# block 1

==> block_1/gates.png <==
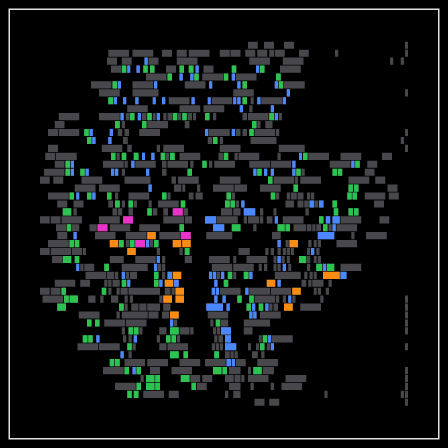

[src/rtl/imem_boot_loader.sv]
// Purpose: loads a framed byte stream (length, big-endian words, XOR checksum) into instruction memory.
// Latency: a word's write strobe is registered one cycle after its 4th byte; full-rate bytes never stall.
// Backpressure: byte_ready is high while loading, low in DONE/ERR until reload or reset.
module imem_boot_loader #(
    parameter int                ADDR_W    = 32,
    parameter int                DEPTH     = 256,
    parameter logic [ADDR_W-1:0] BASE_ADDR = '0
) (
    input  logic              CLK,
    input  logic              RESET,
    input  logic              byte_valid,
    input  logic [7:0]        byte_data,
    output logic              byte_ready,
    input  logic              reload,
    output logic              imem_we,
    output logic [ADDR_W-1:0] imem_addr,
    output logic [31:0]       imem_wdata,
    output logic              cpu_reset_n,
    output logic              done,
    output logic              error
);

    localparam int IDX_W = $clog2(DEPTH + 1);

    typedef enum logic [2:0] {
        S_LEN_HI,
        S_LEN_LO,
        S_WORD,
        S_CSUM,
        S_DONE,
        S_ERR
    } state_t;

    state_t           state;
    logic [7:0]       len_hi;
    logic [7:0]       csum;
    logic [IDX_W-1:0] word_idx;
    logic [IDX_W-1:0] last_idx;
    logic [1:0]       byte_cnt;
    logic [23:0]      shift;

    logic        accept;
    logic [15:0] len_n;
    logic        oversize;

    assign accept   = byte_valid && byte_ready;
    assign len_n    = {len_hi, byte_data};
    assign oversize = ({16'd0, len_n} > 32'(DEPTH));

    // Status outputs are pure decodes of the state register.
    assign byte_ready  = (state == S_LEN_HI) || (state == S_LEN_LO) ||
                         (state == S_WORD)   || (state == S_CSUM);
    assign done        = (state == S_DONE);
    assign error       = (state == S_ERR);
    assign cpu_reset_n = (state == S_DONE);

    // Frame parser: length capture, word packing with write strobe, checksum verify, reload.
    always_ff @(posedge CLK) begin
        if (!RESET) begin
            state      <= S_LEN_HI;
            len_hi     <= '0;
            csum       <= '0;
            word_idx   <= '0;
            last_idx   <= '0;
            byte_cnt   <= '0;
            shift      <= '0;
            imem_we    <= 1'b0;
            imem_addr  <= BASE_ADDR;
            imem_wdata <= '0;
        end else begin
            imem_we <= 1'b0;
            case (state)
                S_LEN_HI: begin
                    if (accept) begin
                        len_hi <= byte_data;
                        csum   <= csum ^ byte_data;
                        state  <= S_LEN_LO;
                    end
                end
                S_LEN_LO: begin
                    if (accept) begin
                        csum <= csum ^ byte_data;
                        if (oversize) begin
                            state <= S_ERR;
                        end else if (len_n == 16'd0) begin
                            state <= S_CSUM;
                        end else begin
                            last_idx <= IDX_W'(len_n - 16'd1);
                            state    <= S_WORD;
                        end
                    end
                end
                S_WORD: begin
                    if (accept) begin
                        csum <= csum ^ byte_data;
                        if (byte_cnt == 2'd3) begin
                            // Fourth byte completes the word: strobe it out this edge.
                            imem_we    <= 1'b1;
                            imem_wdata <= {shift, byte_data};
                            imem_addr  <= BASE_ADDR + (ADDR_W'(word_idx) << 2);
                            word_idx   <= word_idx + IDX_W'(1);
                            byte_cnt   <= 2'd0;
                            if (word_idx == last_idx) begin
                                state <= S_CSUM;
                            end
                        end else begin
                            shift    <= {shift[15:0], byte_data};
                            byte_cnt <= byte_cnt + 2'd1;
                        end
                    end
                end
                S_CSUM: begin
                    if (accept) begin
                        state <= (byte_data == csum) ? S_DONE : S_ERR;
                    end
                end
                S_DONE, S_ERR: begin
                    if (reload) begin
                        state    <= S_LEN_HI;
                        csum     <= '0;
                        word_idx <= '0;
                        byte_cnt <= '0;
                        shift    <= '0;
                    end
                end
                default: state <= S_LEN_HI;
            endcase
        end
    end

endmodule
[config.mk]
export PLATFORM = sky130hd
export DESIGN_NAME = imem_boot_loader
export DESIGN_NICKNAME = d
export VERILOG_FILES = /design/src/rtl/imem_boot_loader.sv
export SDC_FILE = /design/constraint.sdc
export NUM_CORES = 1
export LEC_CHECK = 0
export ABC_AREA = 1
export CAP_MARGIN = 0
export CORE_MARGIN = 10
export CORE_UTILIZATION = 30
export DETAILED_ROUTE_END_ITERATION = 16
export PLACE_DENSITY = 0.49
export SKIP_LAST_GASP = 1
export SYNTH_ARGS = -nofsm -noshare
export SYNTH_HDL_FRONTEND = slang
export SYNTH_SLANG_ARGS = --single-unit
[constraint.sdc]
create_clock -name CLK -period 2.39 [get_ports CLK]
set_clock_uncertainty 0.2 [all_clocks]
set_input_delay 0.478 -clock CLK [delete_from_list [all_inputs] [get_ports CLK]]
set_output_delay 0.478 -clock CLK [all_outputs]
set_load 0.05 [all_outputs]
# block 2

### config.mk
export PLATFORM = sky130hd
export DESIGN_NAME = display_digit_encoder_flat
export DESIGN_NICKNAME = d
export VERILOG_FILES = /design/src/rtl/display_digit_encoder_if.sv /design/src/rtl/display_digit_encoder.sv /design/src/flat_wrapper.sv
export SDC_FILE = /design/constraint.sdc
export NUM_CORES = 1
export LEC_CHECK = 0
export ABC_AREA = 1
export CORE_ASPECT_RATIO = 1.2
export CORE_UTILIZATION = 58
export CTS_CLUSTER_SIZE = 8
export DETAILED_ROUTE_END_ITERATION = 8
export GPL_TIMING_DRIVEN = 0
export HOLD_SLACK_MARGIN = 0.08
export PLACE_DENSITY = 0.79
export SLEW_MARGIN = 10
export SYNTH_ARGS = -nofsm -noshare
export SYNTH_HDL_FRONTEND = slang
export SYNTH_SLANG_ARGS = --single-unit
### constraint.sdc
create_clock -name clk -period 4.2 [get_ports clk]
set_clock_uncertainty 0.05 [all_clocks]
set_input_delay 0.42 -clock clk [delete_from_list [all_inputs] [get_ports clk]]
set_output_delay 0.42 -clock clk [all_outputs]
set_load 0.01 [all_outputs]
### src/rtl/display_digit_encoder_if.sv
// rtl/display_digit_encoder_if.sv - request/result bundle between vending control and the digit encoder
interface display_digit_encoder_if #(
   parameter int VAL_W  = 8,
   parameter int DIGITS = 3
);
   logic                  start;
   logic [VAL_W-1:0]      value;
   logic [1:0]            mode;
   logic                  busy;
   logic                  done;
   logic                  overflow;
   logic [4*DIGITS-1:0]   digits_out;

   modport master (output start, value, mode, input busy, done, overflow, digits_out);
   modport slave  (input start, value, mode, output busy, done, overflow, digits_out);
endinterface

### src/rtl/display_digit_encoder.sv
// rtl/display_digit_encoder.sv - double-dabble binary to display-code encoder with blanking, dash, lamp test and blink
module display_digit_encoder #(
   parameter int VAL_W     = 8,
   parameter int DIGITS    = 3,
   parameter int BLINK_DIV = 25000000
) (
   input logic                    clk,
   input logic                    rst,
   display_digit_encoder_if.slave bus
);
   localparam int DW = 4 * DIGITS;
   localparam int CW = $clog2(VAL_W + 1);
   localparam int BW = $clog2(BLINK_DIV + 1);

   function automatic logic [63:0] pow10(input int n);
      logic [63:0] p;
      p = 64'd1;
      for (int i = 0; i < n; i++) p = p * 64'd10;
      return p;
   endfunction

   localparam logic [63:0] LIMIT = pow10(DIGITS);

   typedef enum logic [1:0] {IDLE, CONV, FMT} state_t;

   state_t           state, state_next;
   logic [VAL_W-1:0] val_sh;
   logic [DW-1:0]    bcd, bcd_adj, bcd_step, fmt_digits, held;
   logic [CW-1:0]    cnt;
   logic [1:0]       mode_q;
   logic             ovf, done_q, blink_en, phase;
   logic [BW-1:0]    blink_cnt;
   int               msd;

   always_comb begin
      state_next = state;
      case (state)
         IDLE:    if (bus.start) state_next = CONV;
         CONV:    if (cnt == CW'(1)) state_next = FMT;
         FMT:     state_next = IDLE;
         default: state_next = IDLE;
      endcase
   end

   always_comb begin
      bcd_adj = bcd;
      for (int i = 0; i < DIGITS; i++)
         if (bcd[4*i +: 4] >= 4'd5) bcd_adj[4*i +: 4] = bcd[4*i +: 4] + 4'd3;
      bcd_step = {bcd_adj[DW-2:0], val_sh[VAL_W-1]};
   end

   // msd is the highest non-zero digit; a zero value still shows digit 0
   always_comb begin
      msd = 0;
      for (int i = 0; i < DIGITS; i++)
         if (bcd[4*i +: 4] != 4'd0) msd = i;
      fmt_digits = '1;
      if (mode_q == 2'd2) begin
         fmt_digits = {DIGITS{4'b1000}};
      end else if (ovf) begin
         fmt_digits = {DIGITS{4'b1110}};
      end else begin
         for (int i = 0; i < DIGITS; i++) begin
            if (i <= msd)
               fmt_digits[4*i +: 4] = bcd[4*i +: 4];
            else if (mode_q == 2'd1 && i == msd + 1)
               fmt_digits[4*i +: 4] = 4'b1110;
         end
      end
   end

   always_ff @(posedge clk) begin
      if (rst) begin
         state     <= IDLE;
         val_sh    <= '0;
         bcd       <= '0;
         cnt       <= '0;
         mode_q    <= '0;
         ovf       <= 1'b0;
         done_q    <= 1'b0;
         held      <= '1;
         blink_en  <= 1'b0;
         phase     <= 1'b0;
         blink_cnt <= '0;
      end else begin
         state  <= state_next;
         done_q <= 1'b0;
         case (state)
            IDLE: begin
               if (bus.start) begin
                  val_sh <= bus.value;
                  mode_q <= bus.mode;
                  ovf    <= (bus.mode != 2'd2) && (64'(bus.value) >= LIMIT);
                  bcd    <= '0;
                  cnt    <= CW'(VAL_W);
               end else if (blink_cnt == BW'(BLINK_DIV - 1)) begin
                  blink_cnt <= '0;
                  phase     <= ~phase;
               end else begin
                  blink_cnt <= blink_cnt + 1'b1;
               end
            end
            CONV: begin
               bcd    <= bcd_step;
               val_sh <= {val_sh[VAL_W-2:0], 1'b0};
               cnt    <= cnt - 1'b1;
            end
            FMT: begin
               held      <= fmt_digits;
               done_q    <= 1'b1;
               blink_en  <= (mode_q == 2'd3);
               blink_cnt <= '0;
               phase     <= 1'b0;
            end
            default: ;
         endcase
      end
   end

   // blink state is only updated in IDLE and FMT, so it stays frozen during a conversion
   assign bus.busy       = (state != IDLE);
   assign bus.done       = done_q;
   assign bus.overflow   = ovf;
   assign bus.digits_out = (blink_en && phase) ? '1 : held;
endmodule
### src/flat_wrapper.sv
// flat-port wrapper written by rule: the top's interface ports become plain ports
module display_digit_encoder_flat 
#(
   parameter int VAL_W     = 8,
   parameter int DIGITS    = 3,
   parameter int BLINK_DIV = 25000000
)
  (clk, rst, bus_start, bus_value, bus_mode, bus_busy, bus_done, bus_overflow, bus_digits_out);
  display_digit_encoder_if #(.VAL_W(VAL_W), .DIGITS(DIGITS)) bus_i ();
  input logic clk;
  input logic rst;
  input wire logic [$bits(bus_i.start)-1:0] bus_start;
  input wire logic [$bits(bus_i.value)-1:0] bus_value;
  input wire logic [$bits(bus_i.mode)-1:0] bus_mode;
  output wire logic [$bits(bus_i.busy)-1:0] bus_busy;
  output wire logic [$bits(bus_i.done)-1:0] bus_done;
  output wire logic [$bits(bus_i.overflow)-1:0] bus_overflow;
  output wire logic [$bits(bus_i.digits_out)-1:0] bus_digits_out;
  assign bus_i.start = bus_start;
  assign bus_i.value = bus_value;
  assign bus_i.mode = bus_mode;
  assign bus_busy = bus_i.busy;
  assign bus_done = bus_i.done;
  assign bus_overflow = bus_i.overflow;
  assign bus_digits_out = bus_i.digits_out;
  display_digit_encoder #(.VAL_W(VAL_W), .DIGITS(DIGITS), .BLINK_DIV(BLINK_DIV)) u_core (.clk(clk), .rst(rst), .bus(bus_i));
endmodule
==> block_1/ff_map.png <==
Other sequential cells in the stronger gray, the rest of the logic in the fainter gray.
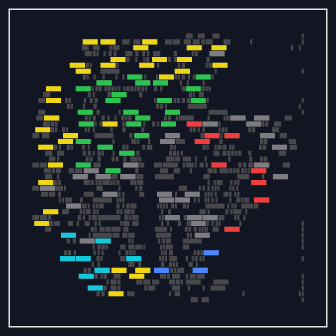
- red: word_idx (flops 9)
- yellow: imem_wdata (flops 32)
- cyan: len_hi (flops 8; where south-west)
- blue: state (flops 3)
- green: shift (flops 24)
- not colored: 29

==> block_1/clock_nets.png <==
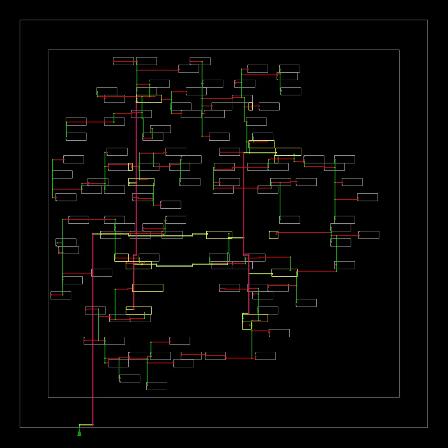
clock buffers: 13
clock sink total: 105
flip-flops: 105
clk pwr: 1.51 mW
worst skew pair latency: 350 ps

## Picture notes: block_1/gates.png
- orange: xor and xnor cells (cells 16)
- green: aoi and oai cells (cells 136)
- magenta: non-inverting ao/oa cells (cells 5)
- blue: nor cells (cells 113)
Commonest Layout Cell: dfxtp_1
combinational fraction of the cell area: 0.380
non-filler cells in the finished layout: 901

==> reports/qor.csv, block 1 <==
metric,value,unit
buffering overhead,0.133,
Adders+Majority by Area,0.00779,
filler instances,1608,
hold depth,2,
Largest cell class,multi-input combinational cells,
Slew Limit Headroom,0.629,
outcome,"finished, final reports clean",
DR vias/cell,4.50,
Largest regs,"imem_wdata x32, shift x24",
Top reg by flops,imem_wdata,
DR WL met2,5540,um
DRT antenna net count,0,
CP arrival,1560,ps
dpl cell area,0.00558,mm2
worst vdd ir,0.000329,V
grt total ovfl,0,
clock power share,0.355,
Top delay family on crit path,buffers and inverters,
Post-Synthesis Cells,621,
max reg flops,32,
Basic Gates by Area,0.245,
==> block_2/clock_nets.png <==
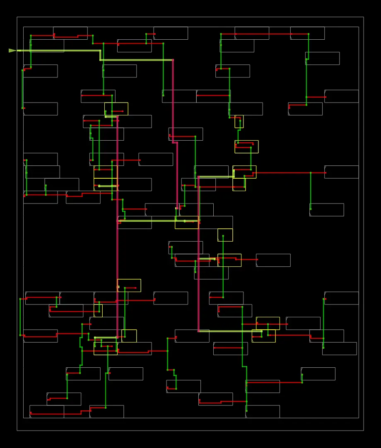
worst skew pair latency: 340 ps
clock sink total: 68
clock buffers: 11

==> reports/qor.csv, block 2 <==
metric,value,unit
floorplan net count,559,
logic gate share of total power,0.105,
worst vdd ir,0.000275,V
Top delay family on crit path,buffers and inverters,
total power,1.32,mW
Yosys top cell by instances,nand2_1,
#MultiIn Comb,377,
hold worst-path end,u_core.val_sh[0],
Setup Buffers After CTS,0,
unrepaired setup endpoints after global routing,no,
Worst EP required,3730,ps
dpl cell area,0.00404,mm2
post-CTS sizing,0,
Cell Type Count,38,
Placer Congestion,0.886,
post-route cell area,0.00422,mm2
Largest cell class,multi-input combinational cells,
met1 WL,3390,um
outcome,"finished, final reports clean",
Longest Clk Path Bufs,2,


## Gallery

PDN straps and rails.
Pins as bars on the die edge.
image #1
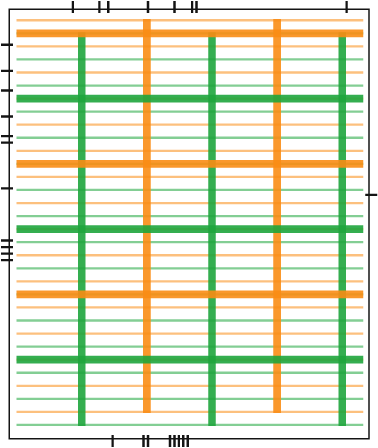
image #2
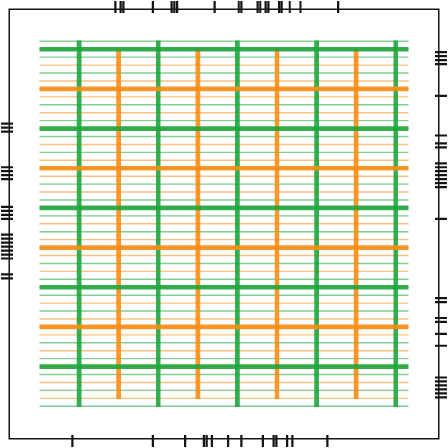
For block 2, see image #1.
For block 1, see image #2.
The one with the most pins is image #2.

Key to image #1:
- orange: VDD
- green: VSS
- met4 straps: 5
- met1 rails: 32
- rows: 31

Power figures rest on the tool's default switching activity, not on a simulated workload.
